# ---- box_scanner ----
===== src/rtl/game_pkg.sv =====
// game_pkg: shared game constants, keypad geometry and key-index mapping.
//   Holds default scan/debounce timing used by box_scanner and game_controller,
//   the row enumeration and KEY_IDX(row,col) = row*3+col.
package game_pkg;

    localparam int SCAN_DIV_DEF  = 1000;
    localparam int DB_SCANS_DEF  = 4;
    localparam int DB_CYCLES_DEF = 500000;

    localparam int ROWS = 3;
    localparam int COLS = 3;
    localparam int KEYS = ROWS * COLS;

    typedef enum logic [1:0] {
        ROW0 = 2'd0,
        ROW1 = 2'd1,
        ROW2 = 2'd2
    } row_e;

    function automatic int key_idx(input int row, input int col);
        return row * COLS + col;
    endfunction

endpackage


===== src/rtl/debounce_bit.sv =====
// debounce_bit: 2-flop synchronizer plus counter debounce for one button.
//   clk, rst  : clock, asynchronous active-high reset
//   raw_i     : raw asynchronous button level
//   state_o   : debounced level; flips after DB_CYCLES consecutive differing samples
module debounce_bit
    import game_pkg::*;
#(
    parameter int DB_CYCLES = DB_CYCLES_DEF
) (
    input  logic clk,
    input  logic rst,
    input  logic raw_i,
    output logic state_o
);

    localparam int CW = $clog2(DB_CYCLES + 1);

    logic [1:0]    sync_q;
    logic [CW-1:0] cnt_q, cnt_d;
    logic          state_q, state_d;

    // The flip happens on the sample that would bring the count to DB_CYCLES,
    // so the counter itself never holds that value.
    always_comb begin
        cnt_d   = '0;
        state_d = state_q;
        if (sync_q[1] != state_q) begin
            if (cnt_q == CW'(DB_CYCLES - 1))
                state_d = ~state_q;
            else
                cnt_d = cnt_q + CW'(1);
        end
    end

    always_ff @(posedge clk or posedge rst) begin
        if (rst) begin
            sync_q  <= '0;
            cnt_q   <= '0;
            state_q <= 1'b0;
        end else begin
            sync_q  <= {sync_q[0], raw_i};
            cnt_q   <= cnt_d;
            state_q <= state_d;
        end
    end

    assign state_o = state_q;

endmodule


===== src/rtl/box_scanner.sv =====
// box_scanner: 3x3 keypad scanner with per-key debounce plus start/super buttons.
//   clk, rst      : clock, asynchronous active-high reset
//   row_n_o[2:0]  : active-low one-hot row drive
//   col_n_i[2:0]  : active-low column sense (async, pulled up)
//   start_raw_i   : raw start button; super_raw_i : raw super switch
//   box_o[8:0]    : debounced key-held bitmap, bit row*3+col
//   frame_o       : one-cycle pulse with the final box update of each scan
//   start_o       : one-cycle pulse per debounced start press
//   super_o       : debounced super level
module box_scanner
    import game_pkg::*;
#(
    parameter int SCAN_DIV  = SCAN_DIV_DEF,
    parameter int DB_SCANS  = DB_SCANS_DEF,
    parameter int DB_CYCLES = DB_CYCLES_DEF
) (
    input  logic       clk,
    input  logic       rst,
    output logic [2:0] row_n_o,
    input  logic [2:0] col_n_i,
    input  logic       start_raw_i,
    input  logic       super_raw_i,
    output logic [8:0] box_o,
    output logic       frame_o,
    output logic       start_o,
    output logic       super_o
);

    localparam int TW = $clog2(SCAN_DIV + 1);
    localparam int KW = $clog2(DB_SCANS + 1);

    logic [2:0]    col_s1_q, col_s2_q;
    logic [TW-1:0] tick_q, tick_d;
    row_e          row_q, row_d;
    logic [8:0]    box_q, box_d;
    logic [KW-1:0] kcnt_q [KEYS];
    logic [KW-1:0] kcnt_d [KEYS];
    logic          frame_q, frame_d;
    logic          start_st, start_prev_q;
    logic          sample;
    logic          raw_bit;

    // Columns are sampled on the last tick of a row, which leaves the two-flop
    // synchronizer time to settle after the row drive changed.
    assign sample = (tick_q == TW'(SCAN_DIV - 1));

    always_comb begin
        tick_d  = sample ? '0 : tick_q + TW'(1);
        row_d   = row_q;
        if (sample)
            row_d = (row_q == ROW0) ? ROW1 : (row_q == ROW1) ? ROW2 : ROW0;
        frame_d = sample && (row_q == ROW2);
        box_d   = box_q;
        kcnt_d  = kcnt_q;
        raw_bit = 1'b0;
        for (int r = 0; r < ROWS; r++) begin
            for (int c = 0; c < COLS; c++) begin
                if (sample && (row_q == 2'(r))) begin
                    raw_bit = ~col_s2_q[c];
                    if (raw_bit == box_q[key_idx(r, c)])
                        kcnt_d[key_idx(r, c)] = '0;
                    else if (kcnt_q[key_idx(r, c)] == KW'(DB_SCANS - 1)) begin
                        box_d[key_idx(r, c)]  = raw_bit;
                        kcnt_d[key_idx(r, c)] = '0;
                    end else
                        kcnt_d[key_idx(r, c)] = kcnt_q[key_idx(r, c)] + KW'(1);
                end
            end
        end
    end

    always_ff @(posedge clk or posedge rst) begin
        if (rst) begin
            col_s1_q     <= '0;
            col_s2_q     <= '0;
            tick_q       <= '0;
            row_q        <= ROW0;
            box_q        <= '0;
            kcnt_q       <= '{default: '0};
            frame_q      <= 1'b0;
            start_prev_q <= 1'b0;
        end else begin
            col_s1_q     <= col_n_i;
            col_s2_q     <= col_s1_q;
            tick_q       <= tick_d;
            row_q        <= row_d;
            box_q        <= box_d;
            kcnt_q       <= kcnt_d;
            frame_q      <= frame_d;
            start_prev_q <= start_st;
        end
    end

    debounce_bit #(.DB_CYCLES(DB_CYCLES)) u_start (
        .clk     (clk),
        .rst     (rst),
        .raw_i   (start_raw_i),
        .state_o (start_st)
    );

    debounce_bit #(.DB_CYCLES(DB_CYCLES)) u_super (
        .clk     (clk),
        .rst     (rst),
        .raw_i   (super_raw_i),
        .state_o (super_o)
    );

    assign row_n_o = ~(3'b001 << row_q);
    assign box_o   = box_q;
    assign frame_o = frame_q;
    // Rising edge of the debounced level; high for the cycle after the flip.
    assign start_o = start_st & ~start_prev_q;

endmodule


===== config.mk =====
export PLATFORM = sky130hd
export DESIGN_NAME = box_scanner
export DESIGN_NICKNAME = d
export VERILOG_FILES = /design/src/rtl/game_pkg.sv /design/src/rtl/debounce_bit.sv /design/src/rtl/box_scanner.sv
export SDC_FILE = /design/constraint.sdc
export NUM_CORES = 1
export LEC_CHECK = 0
export ABC_AREA = 1
export ABC_CLOCK_PERIOD_IN_PS = 3800
export CORE_MARGIN = 8
export CORE_UTILIZATION = 30
export CTS_CLUSTER_SIZE = 30
export DETAILED_ROUTE_END_ITERATION = 8
export DONT_BUFFER_PORTS = 1
export HOLD_SLACK_MARGIN = 0.1
export SETUP_SLACK_MARGIN = 0.5
export SLEW_MARGIN = 20
export SYNTH_ARGS = -nofsm -noshare
export SYNTH_HDL_FRONTEND = slang
export SYNTH_SLANG_ARGS = --single-unit

===== constraint.sdc =====
create_clock -name clk -period 3.8 [get_ports clk]
set_input_delay 0.76 -clock clk [delete_from_list [all_inputs] [get_ports clk]]
set_output_delay 0.76 -clock clk [all_outputs]
set_load 0.1 [all_outputs]

# ---- inst_fetch_unit ----
### config.mk
export PLATFORM = sky130hd
export DESIGN_NAME = inst_fetch_unit
export DESIGN_NICKNAME = d
export VERILOG_FILES = /design/src/rtl/inst_fetch_unit.sv
export SDC_FILE = /design/constraint.sdc
export NUM_CORES = 1
export LEC_CHECK = 0
export CORE_MARGIN = 1
export CORE_UTILIZATION = 38
export CTS_BUF_LIST = sky130_fd_sc_hd__clkbuf_8 sky130_fd_sc_hd__clkbuf_16
export DETAILED_ROUTE_END_ITERATION = 8
export GPL_TIMING_DRIVEN = 0
export PLACE_DENSITY = 0.72
export SLEW_MARGIN = 20
export SYNTH_ARGS = -nofsm -noshare
export SYNTH_HDL_FRONTEND = slang
export SYNTH_SLANG_ARGS = --single-unit
### constraint.sdc
create_clock -name clk -period 4.9 [get_ports clk]
set_input_delay 1.225 -clock clk [delete_from_list [all_inputs] [get_ports clk]]
set_output_delay 1.225 -clock clk [all_outputs]
set_load 0.03 [all_outputs]
### src/rtl/inst_fetch_unit.sv
// RV32I instruction-fetch front end: PC, imem request/response sequencing, single-entry decode buffer.
// Optional misaligned-redirect fault handling is enabled by defining FETCH_ALIGN_CHECK_EN.
module inst_fetch_unit #(
    parameter logic [31:0] RESET_PC = 32'h0000_0000,
    parameter logic [31:0] NOP_INST = 32'h0000_0013
) (
    input  logic        clk,
    input  logic        rst,
    output logic        imem_req_valid,
    input  logic        imem_req_ready,
    output logic [31:0] imem_req_addr,
    input  logic        imem_rsp_valid,
    input  logic [31:0] imem_rsp_data,
    output logic        inst_valid,
    input  logic        inst_ready,
    output logic [31:0] inst,
    output logic [31:0] inst_pc,
    input  logic        redirect,
    input  logic [31:0] redirect_target,
    output logic        fetch_fault
);

`ifdef FETCH_ALIGN_CHECK_EN
    typedef enum logic [1:0] {S_REQ, S_WAIT, S_FAULT} state_t;
`else
    typedef enum logic [0:0] {S_REQ, S_WAIT} state_t;
`endif

    // Handshakes: a transfer happens on a rising edge where valid and ready are both 1;
    // valid never depends on ready, and the payload is held stable while valid && !ready
    // (imem_req_addr may change under a stalled request only because of a redirect).

    state_t      state, state_next;
    logic [31:0] pc, pc_next, target;
    logic [31:0] inst_q, inst_pc_q;
    logic        drop, drop_next;
    logic        buf_valid, buf_load, buf_clear;
    logic        req_fire, redirect_en;
    logic        fault_q, fault_next;

    assign imem_req_valid = (state == S_REQ) && !buf_valid;
    assign imem_req_addr  = pc;
    assign req_fire       = imem_req_valid && imem_req_ready;

    assign inst_valid     = buf_valid;
    assign inst           = buf_valid ? inst_q : NOP_INST;
    assign inst_pc        = inst_pc_q;

`ifdef FETCH_ALIGN_CHECK_EN
    assign target         = redirect_target;
    assign redirect_en    = redirect && (state != S_FAULT);
    assign fetch_fault    = fault_q;
`else
    assign target         = redirect_target & ~32'h0000_0003;
    assign redirect_en    = redirect;
    assign fetch_fault    = 1'b0;
`endif

    always_comb begin
        state_next = state;
        pc_next    = pc;
        drop_next  = drop;
        fault_next = fault_q;
        buf_load   = 1'b0;
        buf_clear  = buf_valid && inst_ready;

        case (state)
            S_REQ: begin
                if (req_fire) state_next = S_WAIT;
            end
            S_WAIT: begin
                if (imem_rsp_valid) begin
                    state_next = S_REQ;
                    drop_next  = 1'b0;
                    if (!drop) begin
                        buf_load = 1'b1;
                        pc_next  = pc + 32'd4;
                    end
                end
            end
            default: ;
        endcase

        // Redirect flushes the buffer; a request still in flight must have its response dropped.
        if (redirect_en) begin
            buf_load  = 1'b0;
            buf_clear = 1'b1;
`ifdef FETCH_ALIGN_CHECK_EN
            if (redirect_target[1:0] != 2'b00) begin
                fault_next = 1'b1;
                state_next = S_FAULT;
                pc_next    = pc;
                drop_next  = 1'b0;
            end else
`endif
            begin
                pc_next = target;
                if (req_fire || ((state == S_WAIT) && !imem_rsp_valid))
                    drop_next = 1'b1;
            end
        end
    end

    always_ff @(posedge clk) begin
        if (rst) begin
            state     <= S_REQ;
            pc        <= RESET_PC;
            drop      <= 1'b0;
            buf_valid <= 1'b0;
            inst_q    <= NOP_INST;
            inst_pc_q <= RESET_PC;
            fault_q   <= 1'b0;
        end else begin
            state   <= state_next;
            pc      <= pc_next;
            drop    <= drop_next;
            fault_q <= fault_next;
            if (buf_load) begin
                buf_valid <= 1'b1;
                inst_q    <= imem_rsp_data;
                inst_pc_q <= pc;
            end else if (buf_clear) begin
                buf_valid <= 1'b0;
            end
        end
    end

endmodule

# ---- pipeline_hazard_ctrl ----
--- src/rtl/pipeline_hazard_ctrl.sv ---
// Stall/flush controller for the 5-stage pipeline: load-use bubbles, branch flushes,
// data-memory wait handling with timeout, and saturating stall/flush counters.
module pipeline_hazard_ctrl #(
    parameter int unsigned MEM_TIMEOUT = 64,
    parameter int unsigned CNT_W       = 16
) (
    input  logic             clk_i,
    input  logic             rst_ni,
    input  logic             deMemToRead_i,
    input  logic [4:0]       deRtAddr_i,
    input  logic [4:0]       fdRsAddr_i,
    input  logic [4:0]       fdRtAddr_i,
    input  logic             fdUsesRt_i,
    input  logic             branchTaken_i,
    input  logic             memReq_i,
    input  logic             memReady_i,
    output logic             pcWrite_o,
    output logic             fdWrite_o,
    output logic             fdFlush_o,
    output logic             deWrite_o,
    output logic             deBubble_o,
    output logic             emWrite_o,
    output logic             mwBubble_o,
    output logic             err_o,
    output logic [1:0]       state_o,
    output logic [CNT_W-1:0] stallCnt_o,
    output logic [CNT_W-1:0] flushCnt_o
);

    typedef enum logic [1:0] {
        StRun     = 2'b00,
        StMemWait = 2'b01,
        StError   = 2'b10
    } state_e;

    localparam logic [CNT_W-1:0] CntOne = {{(CNT_W-1){1'b0}}, 1'b1};
    localparam logic [CNT_W-1:0] CntMax = {CNT_W{1'b1}};

    state_e            stateQ, stateD;
    logic [15:0]       toutQ, toutD;
    logic [15:0]       toutInc;
    logic [CNT_W-1:0]  stallCntQ, stallCntD;
    logic [CNT_W-1:0]  flushCntQ, flushCntD;
    logic              memStall, loadUse;

    assign memStall = memReq_i & ~memReady_i;
    assign loadUse  = deMemToRead_i & (deRtAddr_i != 5'd0) &
                      ((deRtAddr_i == fdRsAddr_i) | (fdUsesRt_i & (deRtAddr_i == fdRtAddr_i)));
    assign toutInc  = toutQ + 16'd1;

    always_comb begin
        pcWrite_o  = 1'b1;
        fdWrite_o  = 1'b1;
        deWrite_o  = 1'b1;
        emWrite_o  = 1'b1;
        fdFlush_o  = 1'b0;
        deBubble_o = 1'b0;
        mwBubble_o = 1'b0;
        stateD     = stateQ;
        toutD      = toutQ;

        unique case (stateQ)
            StRun: begin
                if (memStall) begin
                    {pcWrite_o, fdWrite_o, deWrite_o, emWrite_o} = 4'b0000;
                    mwBubble_o = 1'b1;
                    stateD     = StMemWait;
                    toutD      = 16'd1;
                end else if (branchTaken_i) begin
                    // Wrong-path instruction in decode, so any load-use is moot.
                    fdFlush_o  = 1'b1;
                    deBubble_o = 1'b1;
                end else if (loadUse) begin
                    pcWrite_o  = 1'b0;
                    fdWrite_o  = 1'b0;
                    deBubble_o = 1'b1;
                end
            end
            StMemWait: begin
                if (!memReady_i) begin
                    {pcWrite_o, fdWrite_o, deWrite_o, emWrite_o} = 4'b0000;
                    mwBubble_o = 1'b1;
                    toutD      = toutInc;
                    if ({16'd0, toutInc} >= MEM_TIMEOUT) begin
                        stateD = StError;
                    end
                end else begin
                    // Completion: evaluate as RUN without a memory stall.
                    if (branchTaken_i) begin
                        fdFlush_o  = 1'b1;
                        deBubble_o = 1'b1;
                    end else if (loadUse) begin
                        pcWrite_o  = 1'b0;
                        fdWrite_o  = 1'b0;
                        deBubble_o = 1'b1;
                    end
                    stateD = StRun;
                    toutD  = 16'd0;
                end
            end
            StError: begin
                {pcWrite_o, fdWrite_o, deWrite_o, emWrite_o} = 4'b0000;
                mwBubble_o = 1'b1;
            end
            default: begin
                stateD = StRun;
                toutD  = 16'd0;
            end
        endcase

        if (!rst_ni) begin
            {pcWrite_o, fdWrite_o, deWrite_o, emWrite_o} = 4'b0000;
            fdFlush_o  = 1'b0;
            deBubble_o = 1'b0;
            mwBubble_o = 1'b0;
        end
    end

    always_comb begin
        stallCntD = stallCntQ;
        flushCntD = flushCntQ;
        if (!pcWrite_o && stallCntQ != CntMax) begin
            stallCntD = stallCntQ + CntOne;
        end
        if (fdFlush_o && flushCntQ != CntMax) begin
            flushCntD = flushCntQ + CntOne;
        end
    end

    always_ff @(posedge clk_i or negedge rst_ni) begin
        if (!rst_ni) begin
            stateQ    <= StRun;
            toutQ     <= 16'd0;
            stallCntQ <= '0;
            flushCntQ <= '0;
        end else begin
            stateQ    <= stateD;
            toutQ     <= toutD;
            stallCntQ <= stallCntD;
            flushCntQ <= flushCntD;
        end
    end

    assign err_o      = (stateQ == StError);
    assign state_o    = stateQ;
    assign stallCnt_o = stallCntQ;
    assign flushCnt_o = flushCntQ;

endmodule

--- config.mk ---
export PLATFORM = sky130hd
export DESIGN_NAME = pipeline_hazard_ctrl
export DESIGN_NICKNAME = d
export VERILOG_FILES = /design/src/rtl/pipeline_hazard_ctrl.sv
export SDC_FILE = /design/constraint.sdc
export NUM_CORES = 1
export LEC_CHECK = 0
export ABC_AREA = 1
export CAP_MARGIN = 30
export CORE_MARGIN = 4
export CORE_UTILIZATION = 52
export DETAILED_ROUTE_END_ITERATION = 10
export PLACE_DENSITY = 0.87
export SYNTH_ARGS = -nofsm -noshare
export SYNTH_HDL_FRONTEND = slang
export SYNTH_SLANG_ARGS = --single-unit
--- constraint.sdc ---
create_clock -name clk_i -period 2.44 [get_ports clk_i]
set_input_delay 0.488 -clock clk_i [delete_from_list [all_inputs] [get_ports clk_i]]
set_output_delay 0.488 -clock clk_i [all_outputs]
set_load 0.01 [all_outputs]
# ---- dbg_reg_scanner ----
## src/rtl/dbg_reg_scanner.sv

```systemverilog
// Debug read-out engine: drives the CPU debug address, waits DWELL settle cycles,
// captures the returned word and hands {addr,data} downstream over valid/ready.
module dbg_reg_scanner #(
    parameter int ADDR_W = 5,
    parameter int DATA_W = 32,
    parameter int DEPTH  = 32,
    parameter int DWELL  = 4
) (
    input  logic              i_clk_100Mhz,
    input  logic              i_rst_n,
    input  logic [1:0]        i_mode,
    input  logic [ADDR_W-1:0] i_man_addr,
    input  logic              i_start,
    output logic [ADDR_W-1:0] o_dbg_addr,
    input  logic [DATA_W-1:0] i_dbg_data,
    output logic              o_out_valid,
    input  logic              i_out_ready,
    output logic [ADDR_W-1:0] o_out_addr,
    output logic [DATA_W-1:0] o_out_data,
    output logic              o_busy,
    output logic              o_done
);

    localparam int                CNT_W   = $clog2(DWELL + 1);
    localparam logic [CNT_W-1:0]  CNT_MAX = CNT_W'(DWELL);
    localparam logic [ADDR_W-1:0] LAST    = ADDR_W'(DEPTH - 1);

    localparam logic [1:0] S_IDLE   = 2'd0;
    localparam logic [1:0] S_SETTLE = 2'd1;
    localparam logic [1:0] S_HOLD   = 2'd2;
    localparam logic [1:0] S_DONE   = 2'd3;

    localparam logic [1:0] M_MAN  = 2'd0;
    localparam logic [1:0] M_CONT = 2'd1;
    localparam logic [1:0] M_SNAP = 2'd2;

    logic [1:0]        r_state;
    logic [1:0]        r_run;
    logic [CNT_W-1:0]  r_cnt;
    logic [ADDR_W-1:0] r_dbg_addr;
    logic              r_out_valid;
    logic [ADDR_W-1:0] r_out_addr;
    logic [DATA_W-1:0] r_out_data;
    logic              r_done;
    logic [ADDR_W-1:0] w_next_addr;

    // Wrap inside 0..DEPTH-1 so a short scan never walks into unused addresses
    assign w_next_addr = (r_dbg_addr == LAST) ? '0 : r_dbg_addr + ADDR_W'(1);

    always_ff @(posedge i_clk_100Mhz or negedge i_rst_n) begin
        if (!i_rst_n) begin
            r_state     <= S_IDLE;
            r_run       <= M_MAN;
            r_cnt       <= '0;
            r_dbg_addr  <= '0;
            r_out_valid <= 1'b0;
            r_out_addr  <= '0;
            r_out_data  <= '0;
            r_done      <= 1'b0;
        end else begin
            case (r_state)
                S_IDLE: begin
                    r_cnt <= '0;
                    case (i_mode)
                        2'b01: begin
                            r_run      <= M_CONT;
                            r_dbg_addr <= '0;
                            r_state    <= S_SETTLE;
                        end
                        2'b10: begin
                            if (i_start) begin
                                r_run      <= M_SNAP;
                                r_dbg_addr <= '0;
                                r_state    <= S_SETTLE;
                            end
                        end
                        default: begin
                            r_run      <= M_MAN;
                            r_dbg_addr <= i_man_addr;
                            r_state    <= S_SETTLE;
                        end
                    endcase
                end
                S_SETTLE: begin
                    // A manual address change restarts the settle window on the new address
                    if (r_run == M_MAN && i_man_addr != r_dbg_addr) begin
                        r_dbg_addr <= i_man_addr;
                        r_cnt      <= '0;
                    end else if (r_cnt == CNT_MAX) begin
                        r_out_data  <= i_dbg_data;
                        r_out_addr  <= r_dbg_addr;
                        r_out_valid <= 1'b1;
                        r_cnt       <= '0;
                        r_state     <= S_HOLD;
                    end else begin
                        r_cnt <= r_cnt + CNT_W'(1);
                    end
                end
                S_HOLD: begin
                    if (i_out_ready) begin
                        r_out_valid <= 1'b0;
                        case (r_run)
                            M_CONT: begin
                                if (i_mode == 2'b01) begin
                                    r_dbg_addr <= w_next_addr;
                                    r_state    <= S_SETTLE;
                                end else begin
                                    r_state <= S_IDLE;
                                end
                            end
                            M_SNAP: begin
                                if (r_dbg_addr == LAST) begin
                                    r_done  <= 1'b1;
                                    r_state <= S_DONE;
                                end else begin
                                    r_dbg_addr <= w_next_addr;
                                    r_state    <= S_SETTLE;
                                end
                            end
                            default: r_state <= S_IDLE;
                        endcase
                    end
                end
                S_DONE: begin
                    r_done  <= 1'b0;
                    r_state <= S_IDLE;
                end
                default: r_state <= S_IDLE;
            endcase
        end
    end

    assign o_dbg_addr  = r_dbg_addr;
    assign o_out_valid = r_out_valid;
    assign o_out_addr  = r_out_addr;
    assign o_out_data  = r_out_data;
    assign o_busy      = (r_state != S_IDLE);
    assign o_done      = r_done;

endmodule
```

## config.mk

```make
export PLATFORM = sky130hd
export DESIGN_NAME = dbg_reg_scanner
export DESIGN_NICKNAME = d
export VERILOG_FILES = /design/src/rtl/dbg_reg_scanner.sv
export SDC_FILE = /design/constraint.sdc
export NUM_CORES = 1
export LEC_CHECK = 0
export ABC_AREA = 1
export CORE_MARGIN = 8
export CORE_UTILIZATION = 46
export CTS_CLUSTER_SIZE = 20
export DETAILED_ROUTE_END_ITERATION = 8
export HOLD_SLACK_MARGIN = 0.06
export PLACE_DENSITY = 0.83
export RECOVER_POWER = 50
export SLEW_MARGIN = 20
export SYNTH_ARGS = -nofsm -noshare
export SYNTH_HDL_FRONTEND = slang
export SYNTH_SLANG_ARGS = --single-unit
```

## constraint.sdc

```tcl
create_clock -name i_clk_100Mhz -period 2.03 [get_ports i_clk_100Mhz]
set_clock_uncertainty 0.05 [all_clocks]
set_input_delay 0.3045 -clock i_clk_100Mhz [delete_from_list [all_inputs] [get_ports i_clk_100Mhz]]
set_output_delay 0.3045 -clock i_clk_100Mhz [all_outputs]
set_load 0.01 [all_outputs]
```

# ---- updown_acc ----
<file path="src/rtl/updown_acc_pkg.sv">
// Shared mode constants and range-limit helpers for the up/down accumulator.
package updown_acc_pkg;

   localparam int SAT_WRAP  = 0;
   localparam int SAT_CLAMP = 1;
   localparam int UNSIGNED  = 0;
   localparam int SIGNED    = 1;

   // Widest accumulator the helpers can describe; callers slice down to WIDTH.
   localparam int MAX_W = 64;

   function automatic logic [MAX_W-1:0] maxValue(input int width, input int signedMode);
      logic [MAX_W-1:0] v;
      v = '0;
      for (int i = 0; i < MAX_W; i++) begin
         if (i < width) v[i] = 1'b1;
      end
      if (signedMode == SIGNED) v[width-1] = 1'b0;
      return v;
   endfunction

   function automatic logic [MAX_W-1:0] minValue(input int width, input int signedMode);
      logic [MAX_W-1:0] v;
      v = '0;
      if (signedMode == SIGNED) v[width-1] = 1'b1;
      return v;
   endfunction

endpackage

</file>
<file path="src/rtl/updown_acc_addsub.sv">
// Ripple-carry add/subtract built from full_adder cells; subtract inverts b
// and injects a carry of one.
module full_adder (
   input  logic i_a,
   input  logic i_b,
   input  logic i_cin,
   output logic o_sum,
   output logic o_cout
);
   assign o_sum  = i_a ^ i_b ^ i_cin;
   assign o_cout = (i_a & i_b) | (i_cin & (i_a ^ i_b));
endmodule

module addsub_w #(
   parameter int WIDTH = 8
) (
   input  logic [WIDTH-1:0] i_a,
   input  logic [WIDTH-1:0] i_b,
   input  logic             i_m,
   output logic [WIDTH-1:0] o_sum,
   output logic             o_cout,
   output logic             o_ovf
);

   logic [WIDTH-1:0] w_bx;
   logic [WIDTH:0]   w_carry;

   assign w_bx       = i_b ^ {WIDTH{~i_m}};
   assign w_carry[0] = ~i_m;

   for (genvar g = 0; g < WIDTH; g++) begin : g_bit
      full_adder u_fa (
         .i_a    (i_a[g]),
         .i_b    (w_bx[g]),
         .i_cin  (w_carry[g]),
         .o_sum  (o_sum[g]),
         .o_cout (w_carry[g+1])
      );
   end

   assign o_cout = w_carry[WIDTH];
   // Overflow: both effective operands share a sign that the sum does not.
   assign o_ovf  = (i_a[WIDTH-1] == w_bx[WIDTH-1]) && (o_sum[WIDTH-1] != i_a[WIDTH-1]);

endmodule

</file>
<file path="src/rtl/updown_acc.sv">
// Registered WIDTH-bit accumulator stepped by add/subtract/load, with optional
// saturation and valid/ready handshakes on input and output.
module updown_acc #(
   parameter int WIDTH  = 8,
   parameter int SAT    = 0,
   parameter int SIGNED = 0
) (
   input  logic             clk,
   input  logic             rst,
   input  logic             in_valid,
   output logic             in_ready,
   input  logic             ld,
   input  logic             m,
   input  logic [WIDTH-1:0] din,
   output logic [WIDTH-1:0] acc,
   output logic             cout,
   output logic             ovf,
   output logic             sat,
   output logic             out_valid,
   input  logic             out_ready
);

   import updown_acc_pkg::*;

   localparam int                 SIGNED_MODE = (SIGNED == updown_acc_pkg::SIGNED) ? 1 : 0;
   localparam logic [MAX_W-1:0]   MAX_FULL    = maxValue(WIDTH, SIGNED_MODE);
   localparam logic [MAX_W-1:0]   MIN_FULL    = minValue(WIDTH, SIGNED_MODE);
   localparam logic [WIDTH-1:0]   MAX_VAL     = MAX_FULL[WIDTH-1:0];
   localparam logic [WIDTH-1:0]   MIN_VAL     = MIN_FULL[WIDTH-1:0];

   logic [WIDTH-1:0] r_acc;
   logic             r_cout;
   logic             r_ovf;
   logic             r_sat;
   logic             r_outValid;

   logic [WIDTH-1:0] w_sum;
   logic             w_cout;
   logic             w_ovf;
   logic [WIDTH-1:0] w_resAcc;
   logic             w_resSat;
   logic             w_accept;

   addsub_w #(.WIDTH(WIDTH)) u_addsub (
      .i_a    (r_acc),
      .i_b    (din),
      .i_m    (m),
      .o_sum  (w_sum),
      .o_cout (w_cout),
      .o_ovf  (w_ovf)
   );

   assign in_ready = !r_outValid || out_ready;
   assign w_accept = in_valid && in_ready;

   // Clamp selection: unsigned limits follow the carry, signed limits follow ovf.
   always_comb begin
      w_resAcc = w_sum;
      w_resSat = 1'b0;
      if (SAT == SAT_CLAMP) begin
         if (SIGNED_MODE == 1) begin
            if (w_ovf) begin
               w_resAcc = r_acc[WIDTH-1] ? MIN_VAL : MAX_VAL;
               w_resSat = 1'b1;
            end
         end else begin
            if (m && w_cout) begin
               w_resAcc = MAX_VAL;
               w_resSat = 1'b1;
            end else if (!m && !w_cout) begin
               w_resAcc = MIN_VAL;
               w_resSat = 1'b1;
            end
         end
      end
   end

   always_ff @(posedge clk) begin
      if (rst) begin
         r_acc      <= '0;
         r_cout     <= 1'b0;
         r_ovf      <= 1'b0;
         r_sat      <= 1'b0;
         r_outValid <= 1'b0;
      end else if (w_accept) begin
         if (ld) begin
            r_acc  <= din;
            r_cout <= 1'b0;
            r_ovf  <= 1'b0;
            r_sat  <= 1'b0;
         end else begin
            r_acc  <= w_resAcc;
            r_cout <= w_cout;
            r_ovf  <= w_ovf;
            r_sat  <= w_resSat;
         end
         r_outValid <= 1'b1;
      end else if (out_ready) begin
         r_outValid <= 1'b0;
      end
   end

   assign acc       = r_acc;
   assign cout      = r_cout;
   assign ovf       = r_ovf;
   assign sat       = r_sat;
   assign out_valid = r_outValid;

endmodule

</file>
<file path="config.mk">
export PLATFORM = sky130hd
export DESIGN_NAME = updown_acc
export DESIGN_NICKNAME = d
export VERILOG_FILES = /design/src/rtl/updown_acc_pkg.sv /design/src/rtl/updown_acc_addsub.sv /design/src/rtl/updown_acc.sv
export SDC_FILE = /design/constraint.sdc
export NUM_CORES = 1
export LEC_CHECK = 0
export ABC_AREA = 1
export CAP_MARGIN = 20
export CORE_UTILIZATION = 33
export CTS_CLUSTER_SIZE = 10
export DETAILED_ROUTE_END_ITERATION = 7
export PLACE_DENSITY_LB_ADDON = 0.12
export SYNTH_ARGS = -nofsm -noshare
export SYNTH_HDL_FRONTEND = slang
export SYNTH_SLANG_ARGS = --single-unit
</file>
<file path="constraint.sdc">
create_clock -name clk -period 5.7 [get_ports clk]
set_clock_uncertainty 0.15 [all_clocks]
set_input_delay 0.855 -clock clk [delete_from_list [all_inputs] [get_ports clk]]
set_output_delay 0.855 -clock clk [all_outputs]
set_load 0.05 [all_outputs]
</file>
updown_acc, M1 wires:
Supply wires on this layer in grey.
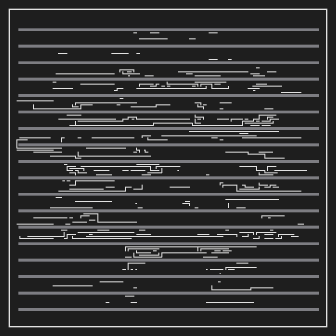
share of all routed wire	46%
main direction	horizontal
longest straight run	22.5 um
nets with wire on the layer	119
wire length on this layer	744 um
total wirelength of the detailed-routed design: 1600 um
detailed-route via count: 669
met1 Track Usage GR: 0.169

==> impl_metrics.tcl, updown_acc <==
# yosys + openroad results
set metrics [dict create \
    run_status "complete, no violations" \
    power.total_mw 0.245 \
    synth_area_per_cell_um2 7.92 \
    cts-buffers-inserted 3 \
    synth_cell_type_count 19 \
    count_of_multi_input_combinational_gates 68 \
    synthesis.yosys.warnings 0 \
    startpoint_type "primary input" \
    final-nonclk-buf-share 0.247 \
    sequential_share_of_cell_area 0.211 \
    critical_path_cell_by_cell "clkdlybuf4s50_1 > xor2_1 > fa_1 > fa_1 > fa_1 > fa_1 > inv_1 > fa_1 > inv_1 > fa_1 > fa_1 > nor2_1 > nor2_1 > nand3_1 > a21oi_1" \
    synth_top_cell_by_area "sky130_fd_sc_hd__dfxtp_1" \
    critical_path.most_common_cell "sky130_fd_sc_hd__fa_1" \
    ff2ff_setup_slack_ps 1740 \
    worstReg2RegStart "acc[0]$_SDFFE_PP0P_" \
    power_frac_seq 0.357 \
    grt_setup_unrepaired "false" \
    layout.cells.largest_class "logic gates" \
    min-delay-start "ovf$_SDFFE_PP0P_" \
    std_cell_rows 17 \
    fin_crit_sh 0.837 \
    ff2ff_path_depth 14 \
    synth_flop_count 11 \
    detail_route.drc_violations 0 \
    power_density_nw_per_um2 234 \
]
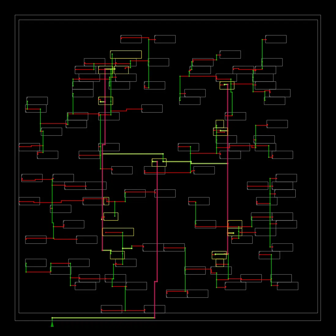
inst_fetch_unit: clock nets
clk latency late pin: 370 ps
count of clock-net buffers in the final layout: 11
sequential cell count: 95
total clock sinks: 95

==> impl_metrics.tcl, inst_fetch_unit <==
# yosys + openroad results
set metrics [dict create \
    placed_area_um2 6040 \
    synth_flop_count 95 \
    yosys_most_used_dff "sky130_fd_sc_hd__dfxtp_1" \
    fin_tns_setup_ps 0 \
    run_status "complete, no violations" \
    registers.top_by_ff_count "inst_q" \
    cts_htree_levels 3 \
    grt_busiest_layer "met2" \
    crit_startpoint "inst_valid$_SDFFE_PP0P_" \
    synthToLayoutAreaGrowth_pct 47.6 \
    switching_share 0.261 \
    storage_cell_area_um2 1900 \
    hold_depth 2 \
    tritoncts "yes" \
    count_of_multi_input_combinational_gates 398 \
]
pipeline_hazard_ctrl, M1 wires:
Supply wires on this layer in grey.
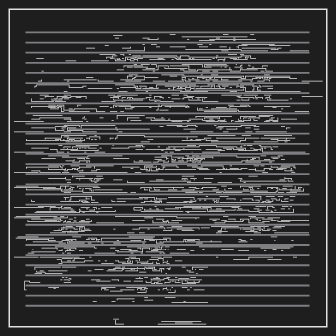
share of all routed wire	44%
nets with wire on the layer	482
main direction	horizontal
longest straight run	25.3 um
wire length on this layer	3360 um

pipeline_hazard_ctrl, clock nets:
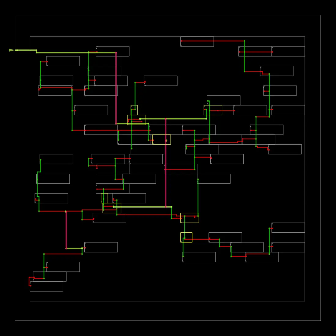
clock skew: 13.7 ps
total clock sinks: 50
TritonCTS Buffers: 5
count of clock-net buffers in the final layout: 5
clk latency late pin: 310 ps

==> impl_metrics.tcl, pipeline_hazard_ctrl <==
# yosys + openroad results
set metrics [dict create \
    run_status "complete, no violations" \
    cp-end-kind "primary output" \
    insertedDiodeCount 0 \
    non_clock_inverter_count 50 \
    n_all_buffers 76 \
    detail_route.drc_violations 0 \
    cp_num_buf_inv 4 \
    cts_htree_levels 2 \
    storage_cell_area_um2 1250 \
    grt_busiest_layer "met2" \
    via_count 3043 \
    layout.cells.largest_class "logic gates" \
    count_of_multi_input_combinational_gates 317 \
    tap_cells 72 \
    arithmetic_cell_share_of_the_synthesized_area_counting_full_adders_half_adders_and_majority_gates 0.0122 \
    wirelength_um 7640 \
    die_width_um 84.9 \
    place_hpwl_um 5870 \
    design_area_um2 3950 \
    simple_gate_share 0.345 \
    logic_share_of_the_area 0.406 \
    netlist_instances 423 \
    use_met1 0.292 \
    post-cts-setup-buffers 0 \
    drive_gt1_frac 0.0719 \
    worst_slew_margin_rel 0.717 \
]
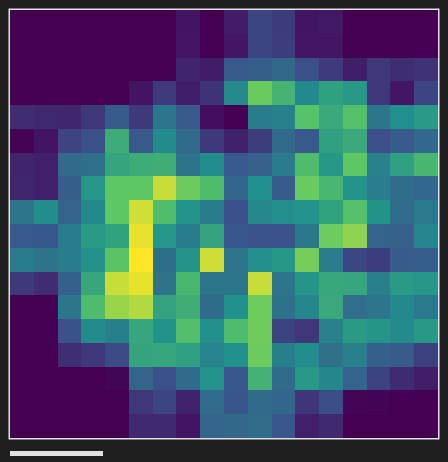
dbg_reg_scanner: signal metal coverage by tile
Scale bar: 20 um. The die is cut into 18 by 18 equal tiles; dark purple is low, yellow is high, scaled to the fullest tile. Values are wire area over tile area, all layers added.
fullest tile	0.42
emptiest ninth of the die	upper left
nearly empty tiles	21%
tiles over half the peak	26%
mean over tiles	0.13

==> impl_metrics.tcl, dbg_reg_scanner <==
# yosys + openroad results
set metrics [dict create \
    run_status "complete, no violations" \
    cp_num_buf_inv 3 \
    layout_top_cells_excl_fill_tap "116 x sky130_fd_sc_hd__nand2_1, 64 x sky130_fd_sc_hd__clkdlybuf4s50_1, 50 x sky130_fd_sc_hd__dfrtp_1" \
    tap_cells 72 \
    simple_gate_share 0.321 \
    insertedDiodeCount 0 \
    worst-endpoint-required_ps 1680 \
    ff2ff_setup_slack_ps 230 \
    power_density_nw_per_um2 1270 \
    die_width_um 92.1 \
    wire_per_inst_um 14.7 \
    final_layout_top_logic_cell "sky130_fd_sc_hd__nand2_1" \
    design_area_um2 3750 \
    top_cell_area_share 0.479 \
    clkSinkCount 51 \
    fin_tns_setup_ps 0 \
    route.top_layer_used "met4" \
    layout.core_utilization 0.678 \
    grt_busiest_layer "met2" \
    cp-end-kind "primary output" \
    power_frac_seq 0.345 \
    fin_nets 470 \
    holdWs_ps 420 \
    chipHeight_um 92.1 \
]
box_scanner, M1 wires:
Supply wires on this layer in grey.
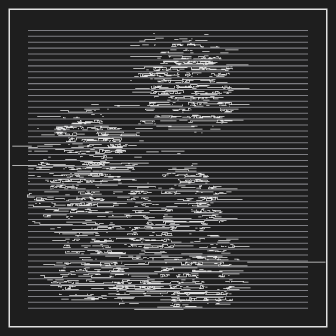
longest straight run	35.9 um
share of all routed wire	49%
main direction	horizontal
nets with wire on the layer	633

box_scanner, clock nets:
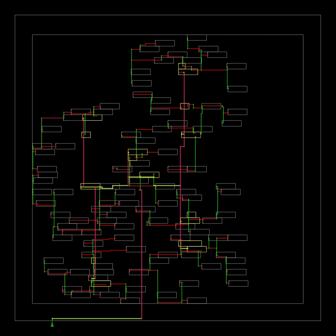
sequential cell count: 100
count of clock-net buffers in the final layout: 9

==> impl_metrics.tcl, box_scanner <==
# yosys + openroad results
set metrics [dict create \
    run_status "complete, no violations" \
    final.setup.worst_slack_ps 1370 \
    worstHoldPathType "flop to flop" \
    fin_crit_ps 2430 \
    synth_dominant_cell_count "sky130_fd_sc_hd__nand2_1" \
    clkSlewWorstSetupHoldPaths_ps 80 \
    synth_xor_xnor_area_share 0.0419 \
    startpoint_type "flop" \
    use_met1 0.123 \
    finalHoldViolations 0 \
    netlist_instances 641 \
    top_cells_area "sky130_fd_sc_hd__dfrtp_1 50%, sky130_fd_sc_hd__nand2_1 12%, sky130_fd_sc_hd__nor2_1 10%, sky130_fd_sc_hd__inv_1 6.1%, sky130_fd_sc_hd__xor2_1 3.1%" \
    clk_share 0.0562 \
    ff2ff_setup_slack_ps 1620 \
    drtAntennaViolNets 0 \
    cts-buffers-inserted 9 \
]

## Gallery

The metal 3 layer.
picture 1
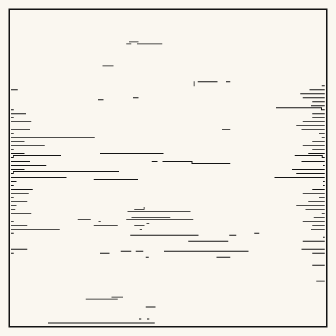
picture 2
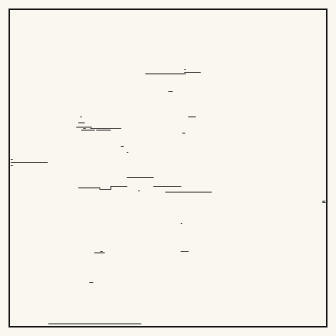
picture 3
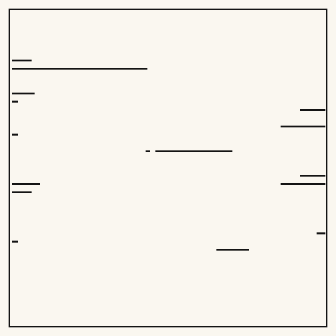
picture 4
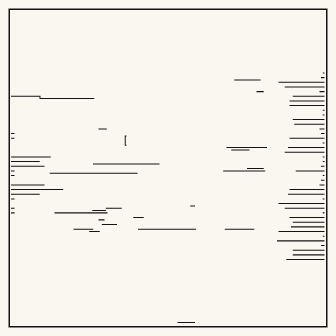
picture 5
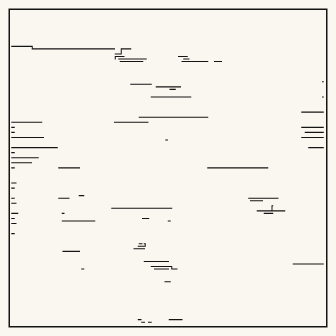
Picture 4 is dbg_reg_scanner.
Picture 3 is updown_acc.
Picture 5 is pipeline_hazard_ctrl.
Picture 2 is box_scanner.
Picture 1 is inst_fetch_unit.



## Gallery

Signal wires on met4.
Plate I
Scale bar: 50 um. Supply wires on this layer in grey. Cells faint in the background.
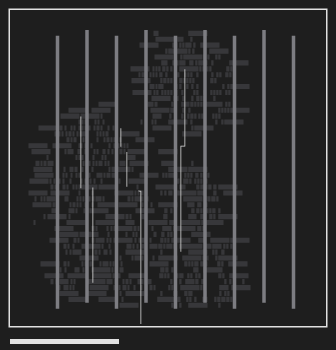
Plate II
Scale bar: 20 um. Supply wires on this layer in grey. Cells faint in the background.
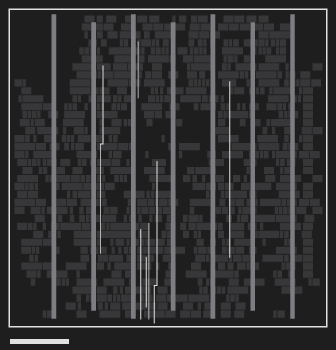
Plate III
Scale bar: 20 um. Supply wires on this layer in grey. Cells faint in the background.
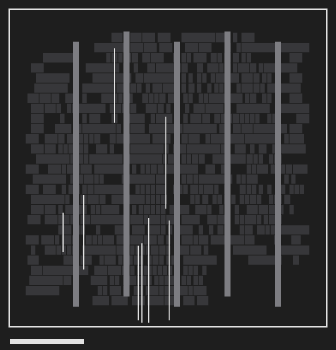
inst_fetch_unit -> Plate II
pipeline_hazard_ctrl -> Plate III
box_scanner -> Plate I

Key to Plate II:
share of all routed wire	2.2%
longest straight run	59.8 um
wire length on this layer	280 um
nets with wire on the layer	6


==> layout pictures side by side <==
The metal 2 layer.
shot_01.png
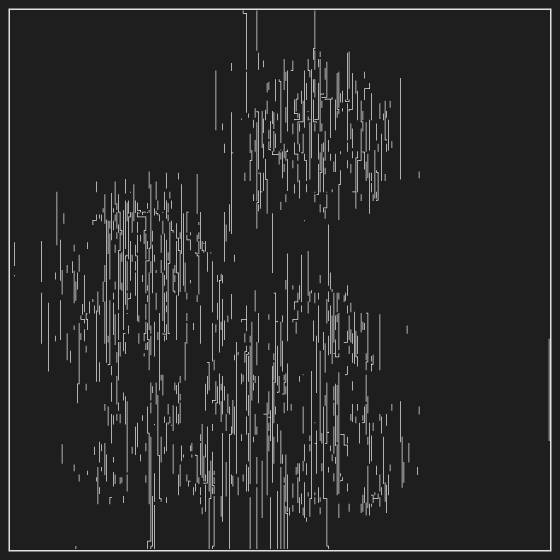
shot_02.png
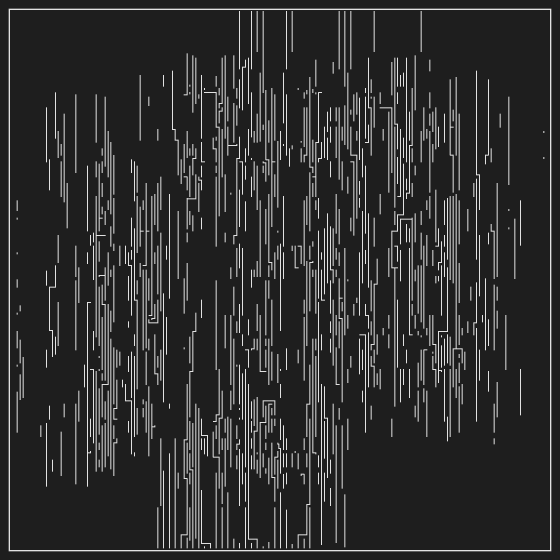
shot_03.png
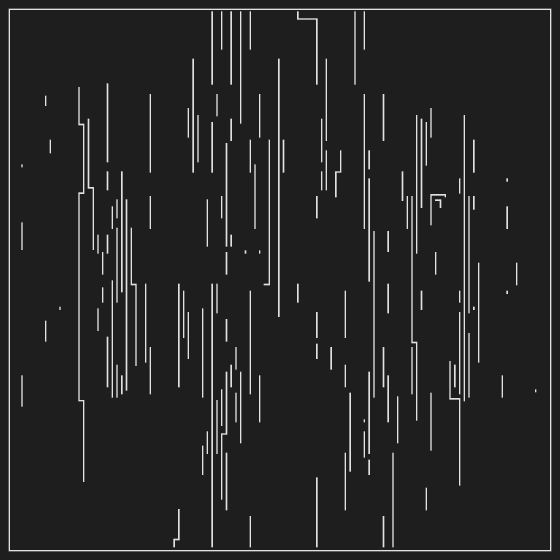
shot_04.png
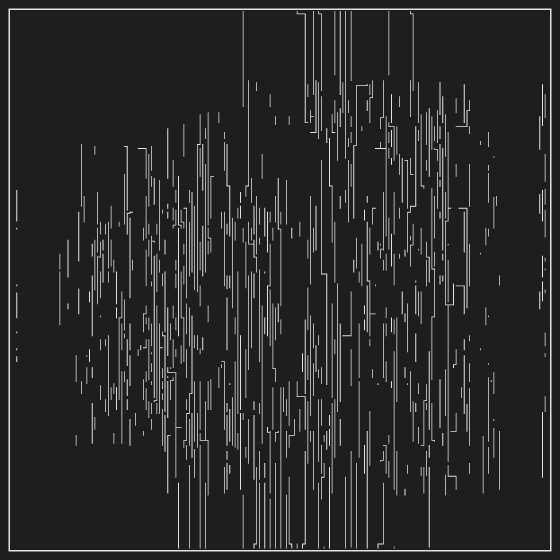
shot_05.png
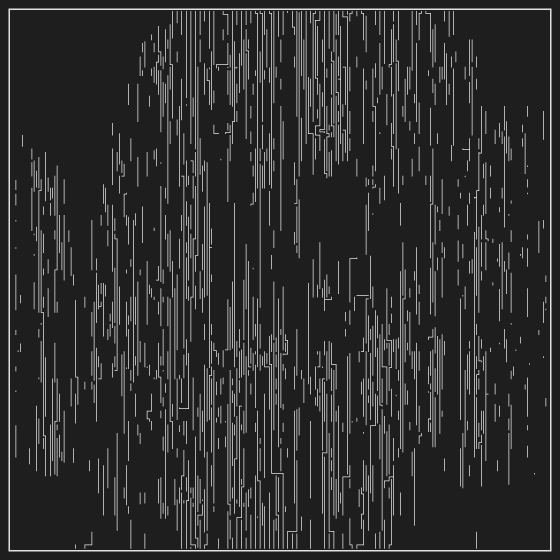
shot_01.png comes from box_scanner.
shot_04.png comes from dbg_reg_scanner.
shot_03.png comes from updown_acc.
shot_05.png comes from inst_fetch_unit.
shot_02.png comes from pipeline_hazard_ctrl.

